=== gtx_tx_framer ===
### The clock network, gtx_tx_framer

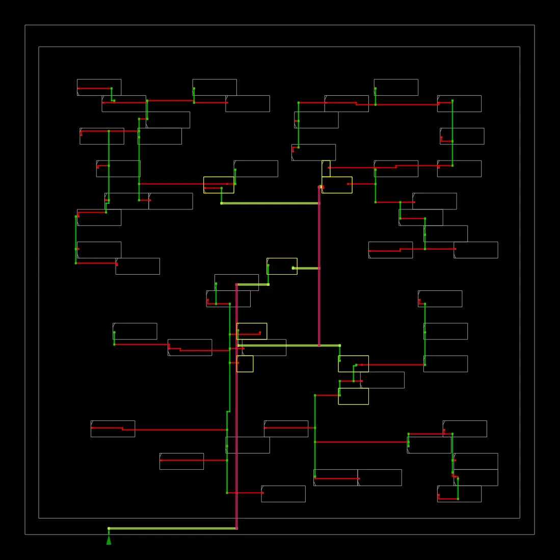
### Cell sizes after repair, gtx_tx_framer

The bar under the picture is 20 µm long.
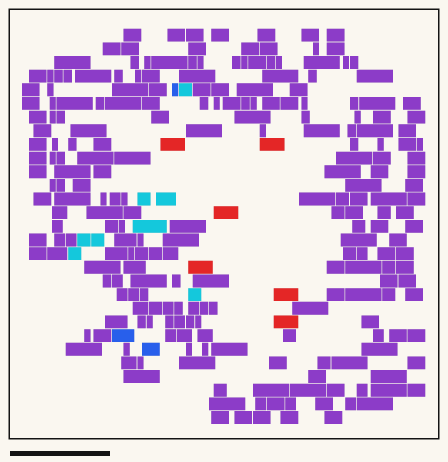
[src/rtl/gtx_tx_framer.sv]
// gtx_tx_framer
//
// Transmit framer between the SATA link layer AXI-Stream TX output and a GTX
// transceiver's TXDATA/TXCHARISK inputs.
//
// The link must be up for the framer to start sending. It then sends an ALIGN
// primitive pair, followed by RUN words, followed by another ALIGN pair. Each
// RUN word is either an accepted source beat or the idle primitive. Lane 0
// (bits [7:0]) is transmitted first.
//
// Parameters
//   LANES        bytes per word (2, 4 or 8); DW = 8*LANES
//   ALIGN_PERIOD RUN words between ALIGN pairs (>= 4)
//   ALIGN_WORD   ALIGN primitive (override when LANES != 4)
//   ALIGN_K      K mask sent with ALIGN_WORD
//   IDLE_WORD    idle-fill primitive (SYNC by default)
//   IDLE_K       K mask sent with IDLE_WORD
//
// Ports
//   clk              TXUSRCLK2
//   rst              synchronous active-high reset
//   gtx_ready        transceiver TX reset done, link usable
//   s_axi_tvalid/tready/tdata/tuser/tlast
//                    source beat; tuser is the per-lane K flag
//   gt_txdata_in     registered TXDATA
//   gt_txcharisk_in  registered TXCHARISK
//   align_busy       high while an ALIGN word is on the output
//   frame_done       one-cycle pulse alongside the output word of a tlast beat
//
// Build option
//   GTX_TX_AUTO_K_EN  when defined, any data lane equal to 8'hBC is also
//                     flagged as a K character. When undefined, only
//                     s_axi_tuser drives the beat K mask.

module gtx_tx_framer #(
  parameter int unsigned        LANES        = 4,
  parameter int unsigned        ALIGN_PERIOD = 256,
  parameter logic [8*LANES-1:0] ALIGN_WORD   = 32'h7B4A4ABC,
  parameter logic [LANES-1:0]   ALIGN_K      = 4'b0001,
  parameter logic [8*LANES-1:0] IDLE_WORD    = 32'hB5B5957C,
  parameter logic [LANES-1:0]   IDLE_K       = 4'b0001
) (
  input  logic                 clk,
  input  logic                 rst,
  input  logic                 gtx_ready,
  input  logic                 s_axi_tvalid,
  output logic                 s_axi_tready,
  input  logic [8*LANES-1:0]   s_axi_tdata,
  input  logic [LANES-1:0]     s_axi_tuser,
  input  logic                 s_axi_tlast,
  output logic [8*LANES-1:0]   gt_txdata_in,
  output logic [LANES-1:0]     gt_txcharisk_in,
  output logic                 align_busy,
  output logic                 frame_done
);

  localparam int unsigned DW   = 8 * LANES;
  localparam int unsigned CntW = (ALIGN_PERIOD > 1) ? $clog2(ALIGN_PERIOD) : 1;
  localparam logic [CntW-1:0] CntLast = CntW'(ALIGN_PERIOD - 1);

  typedef enum logic [1:0] {
    StOff,
    StAlign0,
    StAlign1,
    StRun
  } state_e;

  state_e          state_q, state_d;
  logic [CntW-1:0] cnt_q, cnt_d;
  logic [DW-1:0]   txdata_q, txdata_d;
  logic [LANES-1:0] txk_q, txk_d;
  logic            busy_q, busy_d;
  logic            done_q, done_d;

  logic [LANES-1:0] beat_k;
  logic             beat_acc;

  // K mask for the incoming beat.
  always_comb begin
    beat_k = s_axi_tuser;
`ifdef GTX_TX_AUTO_K_EN
    for (int unsigned i = 0; i < LANES; i++) begin
      if (s_axi_tdata[8*i +: 8] == 8'hBC) begin
        beat_k[i] = 1'b1;
      end
    end
`endif
  end

  // Ready only in RUN with the link up. The rst term keeps a beat from being
  // handshaken on the edge that discards it.
  assign s_axi_tready = (state_q == StRun) & gtx_ready & ~rst;
  assign beat_acc     = s_axi_tvalid & s_axi_tready;

  // Next state and next output word. Output registers default to zero, which
  // is also what OFF and a link drop put on the wire.
  always_comb begin
    state_d  = state_q;
    cnt_d    = cnt_q;
    txdata_d = '0;
    txk_d    = '0;
    busy_d   = 1'b0;
    done_d   = 1'b0;

    if (!gtx_ready) begin
      // Link lost: abandon any ALIGN pair; recovery always restarts at ALIGN0.
      state_d = StOff;
      cnt_d   = '0;
    end else begin
      case (state_q)
        StOff: begin
          state_d = StAlign0;
        end
        StAlign0: begin
          state_d  = StAlign1;
          txdata_d = ALIGN_WORD;
          txk_d    = ALIGN_K;
          busy_d   = 1'b1;
        end
        StAlign1: begin
          state_d  = StRun;
          txdata_d = ALIGN_WORD;
          txk_d    = ALIGN_K;
          busy_d   = 1'b1;
        end
        StRun: begin
          if (beat_acc) begin
            txdata_d = s_axi_tdata;
            txk_d    = beat_k;
            done_d   = s_axi_tlast;
          end else begin
            txdata_d = IDLE_WORD;
            txk_d    = IDLE_K;
          end
          // Every RUN cycle counts, idle or data. The beat on the last count
          // is still taken; the ALIGN pair follows it regardless of framing.
          if (cnt_q == CntLast) begin
            state_d = StAlign0;
            cnt_d   = '0;
          end else begin
            cnt_d = cnt_q + 1'b1;
          end
        end
        default: begin
          state_d = StOff;
          cnt_d   = '0;
        end
      endcase
    end
  end

  always_ff @(posedge clk) begin
    if (rst) begin
      state_q  <= StOff;
      cnt_q    <= '0;
      txdata_q <= '0;
      txk_q    <= '0;
      busy_q   <= 1'b0;
      done_q   <= 1'b0;
    end else begin
      state_q  <= state_d;
      cnt_q    <= cnt_d;
      txdata_q <= txdata_d;
      txk_q    <= txk_d;
      busy_q   <= busy_d;
      done_q   <= done_d;
    end
  end

  assign gt_txdata_in    = txdata_q;
  assign gt_txcharisk_in = txk_q;
  assign align_busy      = busy_q;
  assign frame_done      = done_q;

endmodule

[config.mk]
export PLATFORM = sky130hd
export DESIGN_NAME = gtx_tx_framer
export DESIGN_NICKNAME = d
export VERILOG_FILES = /design/src/rtl/gtx_tx_framer.sv
export SDC_FILE = /design/constraint.sdc
export NUM_CORES = 1
export LEC_CHECK = 0
export ABC_AREA = 0
export CAP_MARGIN = 15
export CORE_MARGIN = 2
export CORE_UTILIZATION = 25
export DETAILED_ROUTE_END_ITERATION = 10
export SETUP_SLACK_MARGIN = 0.3
export SYNTH_ARGS = -nofsm -noshare
export SYNTH_HDL_FRONTEND = slang
export SYNTH_SLANG_ARGS = --single-unit
[constraint.sdc]
create_clock -name clk -period 2.22 [get_ports clk]
set_input_delay 0.333 -clock clk [delete_from_list [all_inputs] [get_ports clk]]
set_output_delay 0.333 -clock clk [all_outputs]
set_load 0.01 [all_outputs]
==> run notes <==
Implementation progress

The smallest hold slack stands at 493.2 ps. The count of flip-flops with a built-in enable after synthesis stands at 0. The first global-routing pass estimated 5.947 mm of wire. The mean cell area of the mapped netlist stands at 10.12 µm². The total of hold buffers inserted after clock tree synthesis stands at 0.

Logic depth along the worst register-to-register path is recorded as 5. The run finished with clean final reports. The DRC violation count after routing stands at 0. The stat command in Yosys gives a chip area of 0.001650 mm². The via total after detailed routing stands at 1359. For the finished layout, the period the worst path requires is 1745 ps.

At the end of the flow, the number of nets in the layout was 293. Measured along the y axis, the die boundary spans 85.25 µm. The number of buffers and inverters on the critical path stands at 2. Sorting the synthesized cells by area gives the leading types as sky130_fd_sc_hd__dfxtp_1 (58%), sky130_fd_sc_hd__a21o_1 (4.5%), sky130_fd_sc_hd__a21oi_1 (4.5%), sky130_fd_sc_hd__o21ai_0 (3.6%), sky130_fd_sc_hd__inv_1 (3.6%).

Per the synth log, the flip-flop and latch total comes to 48. The number of buffers inserted by port buffering stands at 79. The inverter tally of the final layout excluding the clock network stands at 17. After the flow finishes, the layout carries non-filler instances totaling 326. The starting density of the core stands at 25.99%. The initial antenna violation count came to 0.

The synthesis report lists the Yosys warning total as 0. The script computed a power per unit cell area of 580.8 mW/mm². STA puts the critical path data required time at 1890 ps. STA classifies the critical path endpoint as an output pin. The register-to-register path setup slack stands at 600 ps. The endpoint identified for the worst register-to-register timing path is gt_txcharisk_in[3]. The yosys cell count stands at 163. The final layout contains routed wiring with a total length of 3.811 mm. Looking at the VDD voltage map, the peak drop is 0.2463 mV. The average detailed-routed wire length per instance stands at 11.69 µm. The cell area after synthesis stands at 0.001650 mm². In this run the critical path is formed by clkdlybuf4s50_1 -> nor2b_1 -> and2_1 -> dlygate4sd2_1.

Leaving out fill and tap cells, the most frequent cells in the layout are sky130_fd_sc_hd__clkdlybuf4s50_1 (78), sky130_fd_sc_hd__dfxtp_1 (48), sky130_fd_sc_hd__inv_1 (16). The highest net fanout along the worst path stands at 3. The core region is 0.006350 mm². The detail route stage leaves a number of antenna-violating nets equal to 0. TritonCTS built the clock tree. The instance area at placement stands at 0.002544 mm².

Per the OpenROAD timing report, the critical path contains 4 cells. STA classifies the critical path startpoint as a primary input. The initial DRC count stands at 21.

The register fraction of the total cell area stands at 36.45%. The maximum root-to-sink buffer count stands at 2. The final weighted congestion recorded by global placement is 0.6880. The post-CTS resize count stands at 1. Per the synthesis report, the dominant area consumer among library cells is sky130_fd_sc_hd__dfxtp_1. Tracing the worst setup path back leads to its startpoint at gtx_ready. The number of buffers created by CTS stands at 5. The post-DP HPWL stands at 2.771 mm.

The largest net degree at the start of global routing stands at 21. Looking at the max-slew report, the worst-margin pin has a slew of 515.4 ps. The delay of the slowest critical-path stage stands at 490 ps.
Notes on 'The clock network' of gtx_tx_framer above:
Max Clock Skew: 4.904 ps
power in the clock group: 533 µW
# clock sinks: 48
count of clock buffers in the final design: 7

Notes on 'Cell sizes after repair' of gtx_tx_framer above:
[purple] drive 1 or less | cells: 232 | most used: clkdlybuf4s50_1
[blue] drive 2 | cells: 3
[red] drive 6 and up | cells: 6 | most used: clkbuf_8
[cyan] drive 3 to 4 | cells: 8 | most used: buf_4
area overhead of the layout relative to synthesis: 59.74%
area of all placed cells without fillers: 0.002636 mm²
number of signal-net buffers in the layout: 84

cells by family (layout without fill, tap and decap cells):
group / after synthesis / after routing / share of synthesized area (%)
buffers and inverters: 23 / 109 / 5.761
AOI/OAI and AO/OA: 42 / 42 / 15.16
xor gates and xnor gates: 3 / 3 / 1.592
and+or+nand+nor: 41 / 41 / 15.01
muxes: 2 / 2 / 1.213
adders and majority gates: 4 / 4 / 3.033
DFF: 48 / 48 / 58.23
power by group:
group          total (mW)  switching [mW]  internal [mW]
Clock               0.533           0.279          0.253
Sequential          0.871         0.00343          0.868
Combinational       0.127          0.0398         0.0875
Total                1.53           0.323           1.21
layer usage:
metal | up-vias | share of wire, % | track usage, %
met3 | 8 | 7.9 | 3.696
li1 | 707 | - | -
met4 | 0 | 2.1 | 5.051
met5 | - | 0 | 0
met1 | 590 | 47 | 13.18
met2 | 54 | 43 | 15.77
registers in the layout (all words and copies together), names as in the netlist:
| name | count |
|---|---|
| align_busy | 1 |
| state_q | 2 |
| cnt_q | 8 |
| gt_txcharisk_in | 4 |
| frame_done | 1 |
| gt_txdata_in | 32 |

=== pattern_scan_ctrl ===
**src/rtl/pattern_scan_ctrl.sv**
```systemverilog
// Word-to-serial scan controller: shifts each accepted word out MSB-first, runs an
// overlapping pattern match on the bit stream and reports per-word match counts.
module pattern_scan_ctrl #(
   parameter int unsigned      DATA_W  = 16,
   parameter int unsigned      PAT_W   = 6,
   parameter int unsigned      CNT_W   = 5,
   parameter logic [PAT_W-1:0] PAT_RST = 6'b110101
) (
   input  logic              clk,
   input  logic              rst,
   input  logic              cfg_we,
   input  logic [PAT_W-1:0]  cfg_pattern,
   input  logic              in_valid,
   input  logic [DATA_W-1:0] in_data,
   output logic              in_ready,
   output logic              busy,
   output logic              hit,
   output logic              done,
   output logic [CNT_W-1:0]  match_count,
   output logic              sat
);

   localparam int unsigned BC_W = $clog2(DATA_W + 1);

   localparam logic [1:0] ST_IDLE   = 2'd0;
   localparam logic [1:0] ST_SHIFT  = 2'd1;
   localparam logic [1:0] ST_REPORT = 2'd2;

   localparam logic [BC_W-1:0]  BC_LAST = BC_W'(DATA_W);
   localparam logic [BC_W-1:0]  BC_PAT  = BC_W'(PAT_W);
   localparam logic [BC_W-1:0]  BC_ONE  = BC_W'(1);
   localparam logic [CNT_W-1:0] CNT_MAX = {CNT_W{1'b1}};
   localparam logic [CNT_W-1:0] CNT_ONE = CNT_W'(1);

   logic [1:0]        state_r;
   logic [DATA_W-1:0] shift_r;
   logic [PAT_W-1:0]  win_r;
   logic [PAT_W-1:0]  pat_r;
   logic [BC_W-1:0]   bit_cnt_r;
   logic [CNT_W-1:0]  cnt_r;
   logic              sat_r;
   logic              hit_r;

   logic [PAT_W-1:0]  win_next_s;
   logic [BC_W-1:0]   bit_cnt_next_s;
   logic              match_s;

   // Window after the current bit enters, and whether it completes a match in this word
   always_comb begin
      win_next_s     = {win_r[PAT_W-2:0], shift_r[DATA_W-1]};
      bit_cnt_next_s = bit_cnt_r + BC_ONE;
      match_s        = 1'b0;
      if ((state_r == ST_SHIFT) && (win_next_s == pat_r) && (bit_cnt_next_s >= BC_PAT)) begin
         match_s = 1'b1;
      end else begin
         match_s = 1'b0;
      end
   end

   // Sequencer: accept, shift one bit per clock, then hold one report cycle
   always_ff @(posedge clk or negedge rst) begin
      if (!rst) begin
         state_r   <= ST_IDLE;
         shift_r   <= '0;
         win_r     <= '0;
         pat_r     <= PAT_RST;
         bit_cnt_r <= '0;
         cnt_r     <= '0;
         sat_r     <= 1'b0;
         hit_r     <= 1'b0;
      end else begin
         case (state_r)
            ST_IDLE: begin
               hit_r <= 1'b0;
               // A pattern written on the handshake edge applies to the word being accepted
               if (cfg_we) begin
                  pat_r <= cfg_pattern;
               end
               if (in_valid) begin
                  shift_r   <= in_data;
                  win_r     <= '0;
                  bit_cnt_r <= '0;
                  cnt_r     <= '0;
                  sat_r     <= 1'b0;
                  state_r   <= ST_SHIFT;
               end
            end
            ST_SHIFT: begin
               shift_r   <= {shift_r[DATA_W-2:0], 1'b0};
               win_r     <= win_next_s;
               bit_cnt_r <= bit_cnt_next_s;
               hit_r     <= match_s;
               if (match_s) begin
                  if (cnt_r == CNT_MAX) begin
                     sat_r <= 1'b1;
                  end else begin
                     cnt_r <= cnt_r + CNT_ONE;
                  end
               end
               if (bit_cnt_next_s == BC_LAST) begin
                  state_r <= ST_REPORT;
               end
            end
            ST_REPORT: begin
               hit_r   <= 1'b0;
               state_r <= ST_IDLE;
            end
            default: begin
               hit_r   <= 1'b0;
               state_r <= ST_IDLE;
            end
         endcase
      end
   end

   assign in_ready    = (state_r == ST_IDLE);
   assign busy        = (state_r != ST_IDLE);
   assign done        = (state_r == ST_REPORT);
   assign hit         = hit_r;
   assign match_count = cnt_r;
   assign sat         = sat_r;

endmodule

```
**config.mk**
```make
export PLATFORM = sky130hd
export DESIGN_NAME = pattern_scan_ctrl
export DESIGN_NICKNAME = d
export VERILOG_FILES = /design/src/rtl/pattern_scan_ctrl.sv
export SDC_FILE = /design/constraint.sdc
export NUM_CORES = 1
export LEC_CHECK = 0
export ABC_AREA = 1
export CAP_MARGIN = 0
export CORE_MARGIN = 5
export CORE_UTILIZATION = 51
export DETAILED_ROUTE_END_ITERATION = 8
export PLACE_DENSITY = 0.88
export SLEW_MARGIN = 25
export SYNTH_ARGS = -nofsm -noshare
export SYNTH_HDL_FRONTEND = slang
export SYNTH_SLANG_ARGS = --single-unit
```
**constraint.sdc**
```tcl
create_clock -name clk -period 1.93 [get_ports clk]
set_input_delay 0.386 -clock clk [delete_from_list [all_inputs] [get_ports clk]]
set_output_delay 0.386 -clock clk [all_outputs]
set_load 0.02 [all_outputs]
```
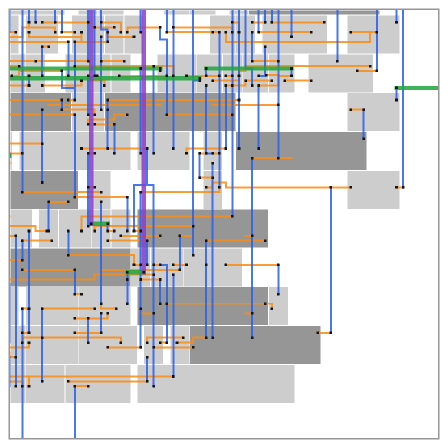
*Close-up of the layout, pattern_scan_ctrl*
Region (38, 3) to (68, 33) µm. Cells in grey, sequential cells in the stronger grey; small squares are vias.
[green] met3
[blue] met2
[purple] met4
[orange] met1
netlist names of flops here include: state_r (2)
sequential cells in the window: 6
most frequent: nand2_1 (9), dfrtp_1 (6)
cells with their middle in the window: 54

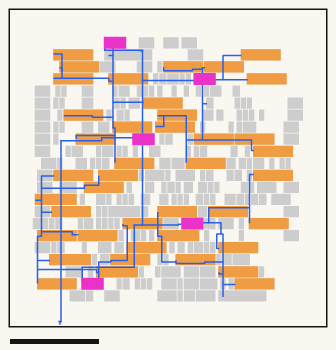
*Clock distribution, pattern_scan_ctrl*
The bar under the picture is 20 µm long.
[blue] clock wires | length: 499 µm
[orange] flip-flops | count: 41
[magenta] cells driving clock nets | count: 5
routed clock nets: 6
Clock Power Share: 22.5%
Max Clock Skew: 2.370 ps
Insertion Delay late pin: 290 ps
power in the clock group: 811 µW

==> run notes <==
Implementation progress

The run finished with clean final reports. 146 cells are multi-input combinational gates. After clock tree synthesis, the flow added hold-fix buffers numbering 0. The mean cell area of the mapped netlist stands at 8.799 µm². Checking hold timing, the worst path is listed with class in -> async. The number of buffers and inverters on the critical path stands at 1.

The iteration count recorded for the first detailed-route pass is 4. The synthesized-area fraction occupied by and/or/nand/nor cells stands at 24.46%. Among all cell classes, the greatest summed area belongs to sequential cells. The routed layout has 1601 vias.

The max-slew violation count stands at 0. The count of distinct cell types in the synthesized netlist stands at 29. In the synthesized netlist, the dominant kind of combinational cell is simple AND/OR/NAND/NOR gates. The worst path uses 90.65% of the clock period. The XOR/XNOR share of the synthesized area stands at 0.9132%.

In this run the critical path is formed by clkdlybuf4s50_1. There are 41 flip-flops and latches. Counting every sink on the clock net gives 41. The register fraction of the total cell area stands at 41.47%. The repair_antennas step left the layout with diodes totalling 0.

The residual overflow from global routing stands at 0. The post-synthesis register bit count stands at 41. The highest clock rate this design can be run at is 571.6 MHz.

After synthesis, the cell types taking the most area are sky130_fd_sc_hd__dfrtp_1 (48%), sky130_fd_sc_hd__nand2_1 (13%), sky130_fd_sc_hd__dfstp_2 (5.5%), sky130_fd_sc_hd__inv_1 (4.5%), sky130_fd_sc_hd__nand3_1 (4.2%). For this block, the initial DRC count from the detailed router was 81. The DRC violation count after routing stands at 0.

The final standard cell area without fillers stands at 0.002486 mm². The number of global-route vias before repair stands at 1483. The dominant power group in this design is sequential cells. The worst-case max-slew headroom was logged as 68.27%.

For this run, the register share of the synthesized area comes to 53.75%. Across the placement rows, the number of tap cells is 48. The number of filler instances in the final layout stands at 293.

Per the placement report, the placed cell count is 301. The actual transition at the worst max-transition pin stands at 475.9 ps. The highest supply drop recorded on VDD is 0.8105 mV. Leaving out buffers and inverters, the combinational logic in the layout accounts for 760.7 µm². Setup repair after global routing left no endpoint under its margin. The worst setup margin stands at 180.4 ps. The aoi/oai-family share of the synthesized area stands at 10.50%. The number of buffers created by CTS stands at 5. The power density normalized to cell area stands at 1447 mW/mm².

The post-CTS resize count stands at 0. The number of hold violations in the final report stands at 0. The worst setup path is captured at an output pin. The top cell type in the final layout, fill and taps aside, is sky130_fd_sc_hd__nand2_1.

The post-DP HPWL stands at 3.009 mm. The number of violations of the max-capacitance limit stands at 0. The combinational share of cell area stands at 30.60%. During I/O placement, the number of pins put on the boundary was 36. In this run the horizontal extent of the chip is 71.33 µm. Combinational logic burns 36.9% of the power. The worst register-to-register path has a setup slack of 260 ps. The global placement routability congestion stands at 0.7465.

After detailed routing, the number of vias per cell comes to 5.181. The critical path in this run is classified as reg -> out. STA classifies the critical path startpoint as a flop. The layout has 40 buffers outside the clock class. The multiplexer area fraction after synthesis stands at 1.174%. The average detailed-routed wire length per instance stands at 13.02 µm. Summing the areas of all fa, ha and maj instances in the mapped netlist gives 2.609% of the synthesized area.
[cells by family after synthesis]
family                   after synthesis
XOR/XNOR                               2
buffers and inverters                 31
multiplexers                           2
AND-OR/OR-AND                         30
adder cells (fa/ha/maj)                4
flip-flops                            41
AND/OR/NAND/NOR                      108
[layer usage]
layer | part of all wire [%] | vias to the layer above | track usage [%]
li1 | - | 796 | -
met1 | 42 | 754 | 20.20
met2 | 49 | 39 | 26.94
met3 | 5.4 | 12 | 3.787
met4 | 3.5 | 0 | 10.23
met5 | 0 | - | 0
[flip-flops by register name, summed over array words and instances (netlist names)]
signal,flops
shift_r,16
pat_r,6
bit_cnt_r,5
match_count,5
win_r,5
state_r,2
hit,1
sat,1
[through the flow]
step | utilization [%] | hold WS (ps)
2_1_floorplan | - | 90.41
3_3_place_gp | 64.05 | 364.5
3_5_place_dp | 64.05 | 368.9
4_1_cts | 67.70 | 39.84
5_1_grt | 67.91 | 66.80
6_report | 67.91 | 39.28

=== pcs_block_lock_fsm ===
<file path="config.mk">
export PLATFORM = sky130hd
export DESIGN_NAME = pcs_block_lock_fsm
export DESIGN_NICKNAME = d
export VERILOG_FILES = /design/src/rtl/pcs_pkg.sv /design/src/rtl/pcs_sat_counter.sv /design/src/rtl/pcs_block_lock_fsm.sv
export SDC_FILE = /design/constraint.sdc
export NUM_CORES = 1
export LEC_CHECK = 0
export ABC_AREA = 1
export ABC_CLOCK_PERIOD_IN_PS = 2700
export CAP_MARGIN = 10
export CORE_MARGIN = 2
export CORE_UTILIZATION = 56
export DETAILED_ROUTE_END_ITERATION = 12
export GPL_TIMING_DRIVEN = 0
export HOLD_SLACK_MARGIN = 0.12
export PLACE_DENSITY = 0.8
export SLEW_MARGIN = 30
export SYNTH_ARGS = -nofsm -noshare
export SYNTH_HDL_FRONTEND = slang
export SYNTH_SLANG_ARGS = --single-unit
</file>
<file path="constraint.sdc">
create_clock -name clock -period 2.7 [get_ports clock]
set_input_delay 0.27 -clock clock [delete_from_list [all_inputs] [get_ports clock]]
set_output_delay 0.27 -clock clock [all_outputs]
set_load 0.02 [all_outputs]
</file>
<file path="src/rtl/pcs_pkg.sv">
// pcs_pkg: shared types and constants for the 64b/66b receive block-lock controller.
package pcs_pkg;

    typedef enum logic [1:0] {LOCK_INIT, TEST_SH, SLIP_WAIT} state_e;

    localparam logic [1:0] SYNC_DATA = 2'b01;
    localparam logic [1:0] SYNC_CTRL = 2'b10;

    localparam int LOCK_CNT_DEF  = 64;
    localparam int INVLD_MAX_DEF = 16;

endpackage

</file>
<file path="src/rtl/pcs_sat_counter.sv">
// pcs_sat_counter: up-counter with synchronous clear that sticks at all-ones.
module pcs_sat_counter #(
    parameter int W = 16
) (
    input  logic         clock,
    input  logic         clear,
    input  logic         inc,
    output logic [W-1:0] count
);

    always_ff @(posedge clock) begin
        if (clear)
            count <= '0;
        else if (inc && count != '1)
            count <= count + W'(1);
    end

endmodule

</file>
<file path="src/rtl/pcs_block_lock_fsm.sv">
// pcs_block_lock_fsm: 64b/66b sync-header block lock; slips the RX gearbox until
// headers are consistently valid, then qualifies the descrambler and decoder.
module pcs_block_lock_fsm #(
    parameter int LOCK_CNT  = pcs_pkg::LOCK_CNT_DEF,
    parameter int INVLD_MAX = pcs_pkg::INVLD_MAX_DEF,
    parameter int SLIP_WAIT = 4,
    parameter int SLIPCNT_W = 16
) (
    input  logic                 clock,
    input  logic                 reset,
    input  logic                 enable,
    input  logic                 hdr_valid,
    input  logic [1:0]           sync_hdr,
    output logic                 slip,
    output logic                 block_lock,
    output logic [SLIPCNT_W-1:0] slip_count
);

    import pcs_pkg::*;

    localparam int SH_W   = $clog2(LOCK_CNT + 1);
    localparam int INV_W  = $clog2(INVLD_MAX + 1);
    localparam int WAIT_W = $clog2(SLIP_WAIT + 1);
    localparam logic [SH_W-1:0]   SH_LAST   = SH_W'(LOCK_CNT);
    localparam logic [INV_W-1:0]  INV_LAST  = INV_W'(INVLD_MAX);
    localparam logic [WAIT_W-1:0] WAIT_LAST = WAIT_W'(SLIP_WAIT - 1);

    state_e             state, state_n;
    logic [SH_W-1:0]    sh_cnt, sh_n, sh_inc;
    logic [INV_W-1:0]   invld_cnt, inv_n, inv_inc;
    logic [WAIT_W-1:0]  wait_cnt, wait_n;
    logic               lock_n, slip_n, hdr_ok;

    assign hdr_ok  = (sync_hdr == SYNC_DATA) || (sync_hdr == SYNC_CTRL);
    assign sh_inc  = sh_cnt + SH_W'(1);
    assign inv_inc = invld_cnt + INV_W'(!hdr_ok);

    always_ff @(posedge clock) begin
        if (reset) begin
            state      <= LOCK_INIT;
            sh_cnt     <= '0;
            invld_cnt  <= '0;
            wait_cnt   <= '0;
            block_lock <= 1'b0;
            slip       <= 1'b0;
        end else begin
            state      <= state_n;
            sh_cnt     <= sh_n;
            invld_cnt  <= inv_n;
            wait_cnt   <= wait_n;
            block_lock <= lock_n;
            slip       <= slip_n;
        end
    end

    always_comb begin
        state_n = state;
        sh_n    = sh_cnt;
        inv_n   = invld_cnt;
        wait_n  = wait_cnt;
        lock_n  = block_lock;
        slip_n  = 1'b0;
        if (!enable) begin
            state_n = LOCK_INIT;
            sh_n    = '0;
            inv_n   = '0;
            wait_n  = '0;
            lock_n  = 1'b0;
        end else begin
            case (state)
                LOCK_INIT: begin
                    state_n = TEST_SH;
                    sh_n    = '0;
                    inv_n   = '0;
                    lock_n  = 1'b0;
                end
                TEST_SH: begin
                    // Slip outranks window-end evaluation when both land on one header.
                    if (hdr_valid && !hdr_ok && (!block_lock || inv_inc == INV_LAST)) begin
                        state_n = pcs_pkg::SLIP_WAIT;
                        slip_n  = 1'b1;
                        lock_n  = 1'b0;
                        sh_n    = '0;
                        inv_n   = '0;
                        wait_n  = '0;
                    end else if (hdr_valid && sh_inc == SH_LAST) begin
                        sh_n   = '0;
                        inv_n  = '0;
                        lock_n = (inv_inc == '0) ? 1'b1 : block_lock;
                    end else if (hdr_valid) begin
                        sh_n  = sh_inc;
                        inv_n = inv_inc;
                    end
                end
                pcs_pkg::SLIP_WAIT: begin
                    state_n = (wait_cnt == WAIT_LAST) ? TEST_SH : pcs_pkg::SLIP_WAIT;
                    wait_n  = (wait_cnt == WAIT_LAST) ? '0 : wait_cnt + WAIT_W'(1);
                    sh_n    = '0;
                    inv_n   = '0;
                end
                default: state_n = LOCK_INIT;
            endcase
        end
    end

    pcs_sat_counter #(.W(SLIPCNT_W)) u_slip_cnt (
        .clock (clock),
        .clear (reset),
        .inc   (!reset && slip_n),
        .count (slip_count)
    );

endmodule

</file>
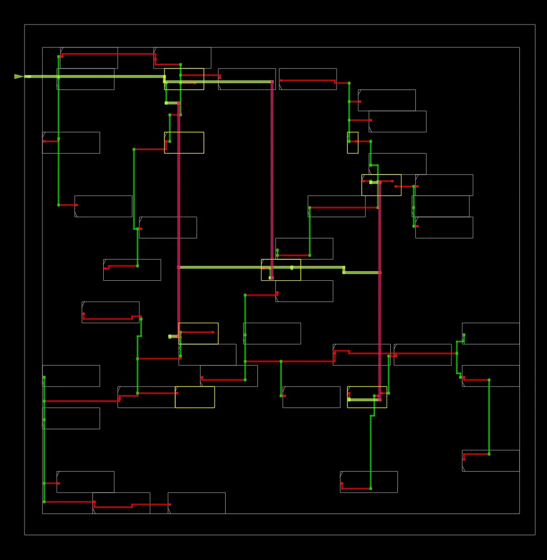
*The clock network, pcs_block_lock_fsm*
Inserted Clock Buffers: 5
Insertion Delay late pin: 300 ps

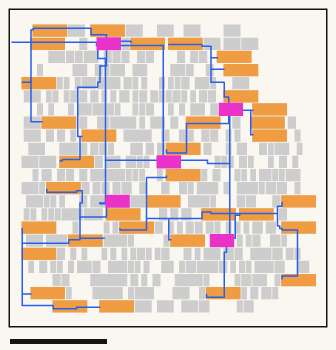
*Clock distribution, pcs_block_lock_fsm*
The bar under the picture is 20 µm long.
[blue] clock wires | length: 494 µm
[magenta] cells driving clock nets | count: 5
[orange] flip-flops | count: 35
routed clock nets: 6
flops lie: all over the die
power in the clock group: 426 µW
Clock Power Share: 41.9%
Max Clock Skew: 9.556 ps

==> run notes <==
Implementation progress

Per the CTS log, the root buffer master is sky130_fd_sc_hd__clkbuf_8. The first global-routing pass estimated 8.128 mm of wire. The number of buffers and inverters on the critical path is 2.

The maximum root-to-sink buffer count stands at 2. The slowest stage of the critical path is the sky130_fd_sc_hd__clkdlybuf4s50_1 cell. In this run the worst hold path is classified as reg -> reg.

The length of the first detailed-routing pass in iterations stands at 4. The mean cell area of the mapped netlist stands at 7.176 µm². Leaving out fill and tap cells, the most frequent cells in the layout are sky130_fd_sc_hd__nand2_1 (58), sky130_fd_sc_hd__dfxtp_1 (35), sky130_fd_sc_hd__nand3_1 (30), sky130_fd_sc_hd__a21oi_1 (30).

The floorplan report gives the top-level pin count as 24. Fill cells in the final layout number 341. The post-CTS setup-driven buffer insertion count stands at 0. Routing resource usage on met3 recorded by global route was 4.110%.

The synthesized netlist cell count stands at 295. In this run the full chip footprint comes out at 0.004288 mm². The actual transition at the worst max-transition pin stands at 555.4 ps. The total number of nets in the final design stands at 337. The routed design uses 2.223 mm of met2 wire. The shortest period the worst path allows stands at 2582 ps. In this run the tightest slew margin relative to its limit is 62.84%. Counting only logic cells after layout, the most numerous master is sky130_fd_sc_hd__nand2_1.

The max-slew violation count stands at 0. The average detailed-routed wire length per instance stands at 12.86 µm. The routed metal-1 wirelength stands at 2.213 mm. The die span in x stands at 65.49 µm. The script parses the final routing iteration and logs DRC violations as 0. The largest registers in the layout are u_slip_cnt.count (16), sh_cnt (7), invld_cnt (5).

The Yosys step of the flow raised 0 warnings. After synthesis the netlist holds a flip-flop and latch count of 35. The register-to-register path setup slack stands at 500 ps.

Looking at the power breakdown, sequential logic takes 51.3% of the total. The stage logs contain a warning count of 28. The final power report lists total power as 1.017 mW. The combinational group power stands at 69.4 µW.

By instance count, the cell type seen most on the critical path is sky130_fd_sc_hd__ha_1. The number of non-filler instances in the completed layout stands at 374. The count of distinct cell types in the synthesized netlist stands at 34.

For reference, compound AND-OR and OR-AND cells occupy 12.65% of the area reported after synthesis. Per the detailed-route log, wirelength across all metal layers totals 4.808 mm. The fraction of final layout cells with drive strength greater than 1 stands at 10.74%.

Entering global routing, the biggest net connects 11 pins. Sorting the synthesis cell report by count puts at the top sky130_fd_sc_hd__nand2_1. The wire length on met3 stands at 288 µm.

Of all power groups, the one with the highest power is sequential cells. The flow ran to the end, and the final reports show no timing, DRC or antenna violations. The post-CTS resize count stands at 0.

The cell area that synthesis handed to floorplanning was 0.002117 mm². In the finished design, the share of the clock period the worst path needs comes to 95.64%. After routing the design area is 0.002526 mm². The number of flip-flops under the largest register name stands at 16. In this run the critical path is formed by clkdlybuf4s50_1 -> or2_2 -> nand2_1 -> ha_1 -> ha_1 -> or2_4 -> nor2_4 -> nand3_2 -> nand2_4 -> nand3_4 -> nor2_8 -> buf_8 -> nand3_1 -> a21oi_2.

The layout overhead on the synthesized area stands at 19.33%. The final setup violation count stands at 0. The clock sink count stands at 35. The detail-routed via count per cell stands at 5.583.

The instance area at placement stands at 0.002407 mm². STA classifies the critical path startpoint as a primary input. The share of total power dissipated in combinational logic is 6.8%.
[per-stage QoR]
step / setup TNS, ps / hold WS (ps) / utilization (%) / worst slack, ps
3_5_place_dp: -2864 / 458.5 / 65.76 / -228.1
6_report: 0 / 462.5 / 69.00 / 117.7
5_1_grt: -94.82 / 492.9 / 69.00 / -41.90
2_1_floorplan: 0 / 339.1 / - / 471.4
3_3_place_gp: -1936 / 448.9 / 65.76 / -186.5
4_1_cts: 0 / 468.6 / 68.49 / 75.16
[final timing paths]
path,from,to,depth (start not counted)
min reg2reg,wait_cnt[0],wait_cnt[0],1
max,sync_hdr[1],u_slip_cnt.count[13],14
max reg2reg,invld_cnt[0],u_slip_cnt.count[13],11
min,wait_cnt[0],wait_cnt[0],1
[kinds of logic after synthesis]
group,Yosys count
compound gates,50
xor+xnor,15
buf+inv,38
simple gates,151
flops,35
fa+ha+maj,6
[final cells by class]
cell class                 count  share of cell area [%]
inverter                      29                   4.359
sequential                    35                   27.74
multi-input combinational    222                   49.63
clock buffer                   8                   3.962
buffer                         9                   2.823
timing repair buffer          23                   9.113
tap                           48                   2.377


==> layout pictures side by side <==
Register map, names as in the netlist.
The bar under the picture is 20 µm long. Other sequential cells in the stronger grey, the rest of the logic in the fainter grey.
Plate I
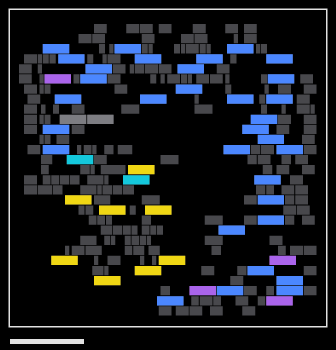
Plate II
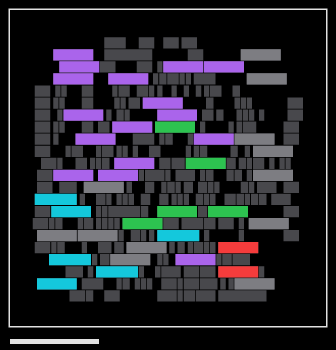
Plate III
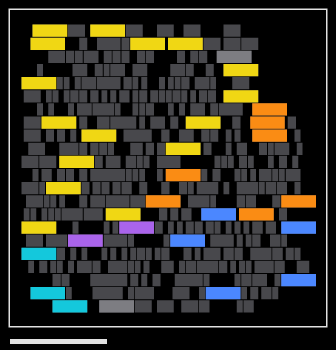
- Plate I = gtx_tx_framer
- Plate III = pcs_block_lock_fsm
- Plate II = pattern_scan_ctrl

Key to Plate I:
[yellow] cnt_q | flops: 8
[cyan] state_q | flops: 2
[blue] gt_txdata_in | flops: 32 | where: all over the die
[purple] gt_txcharisk_in | flops: 4
not coloured: 2

No activity file was given, so power comes from the tool's default toggle rates.
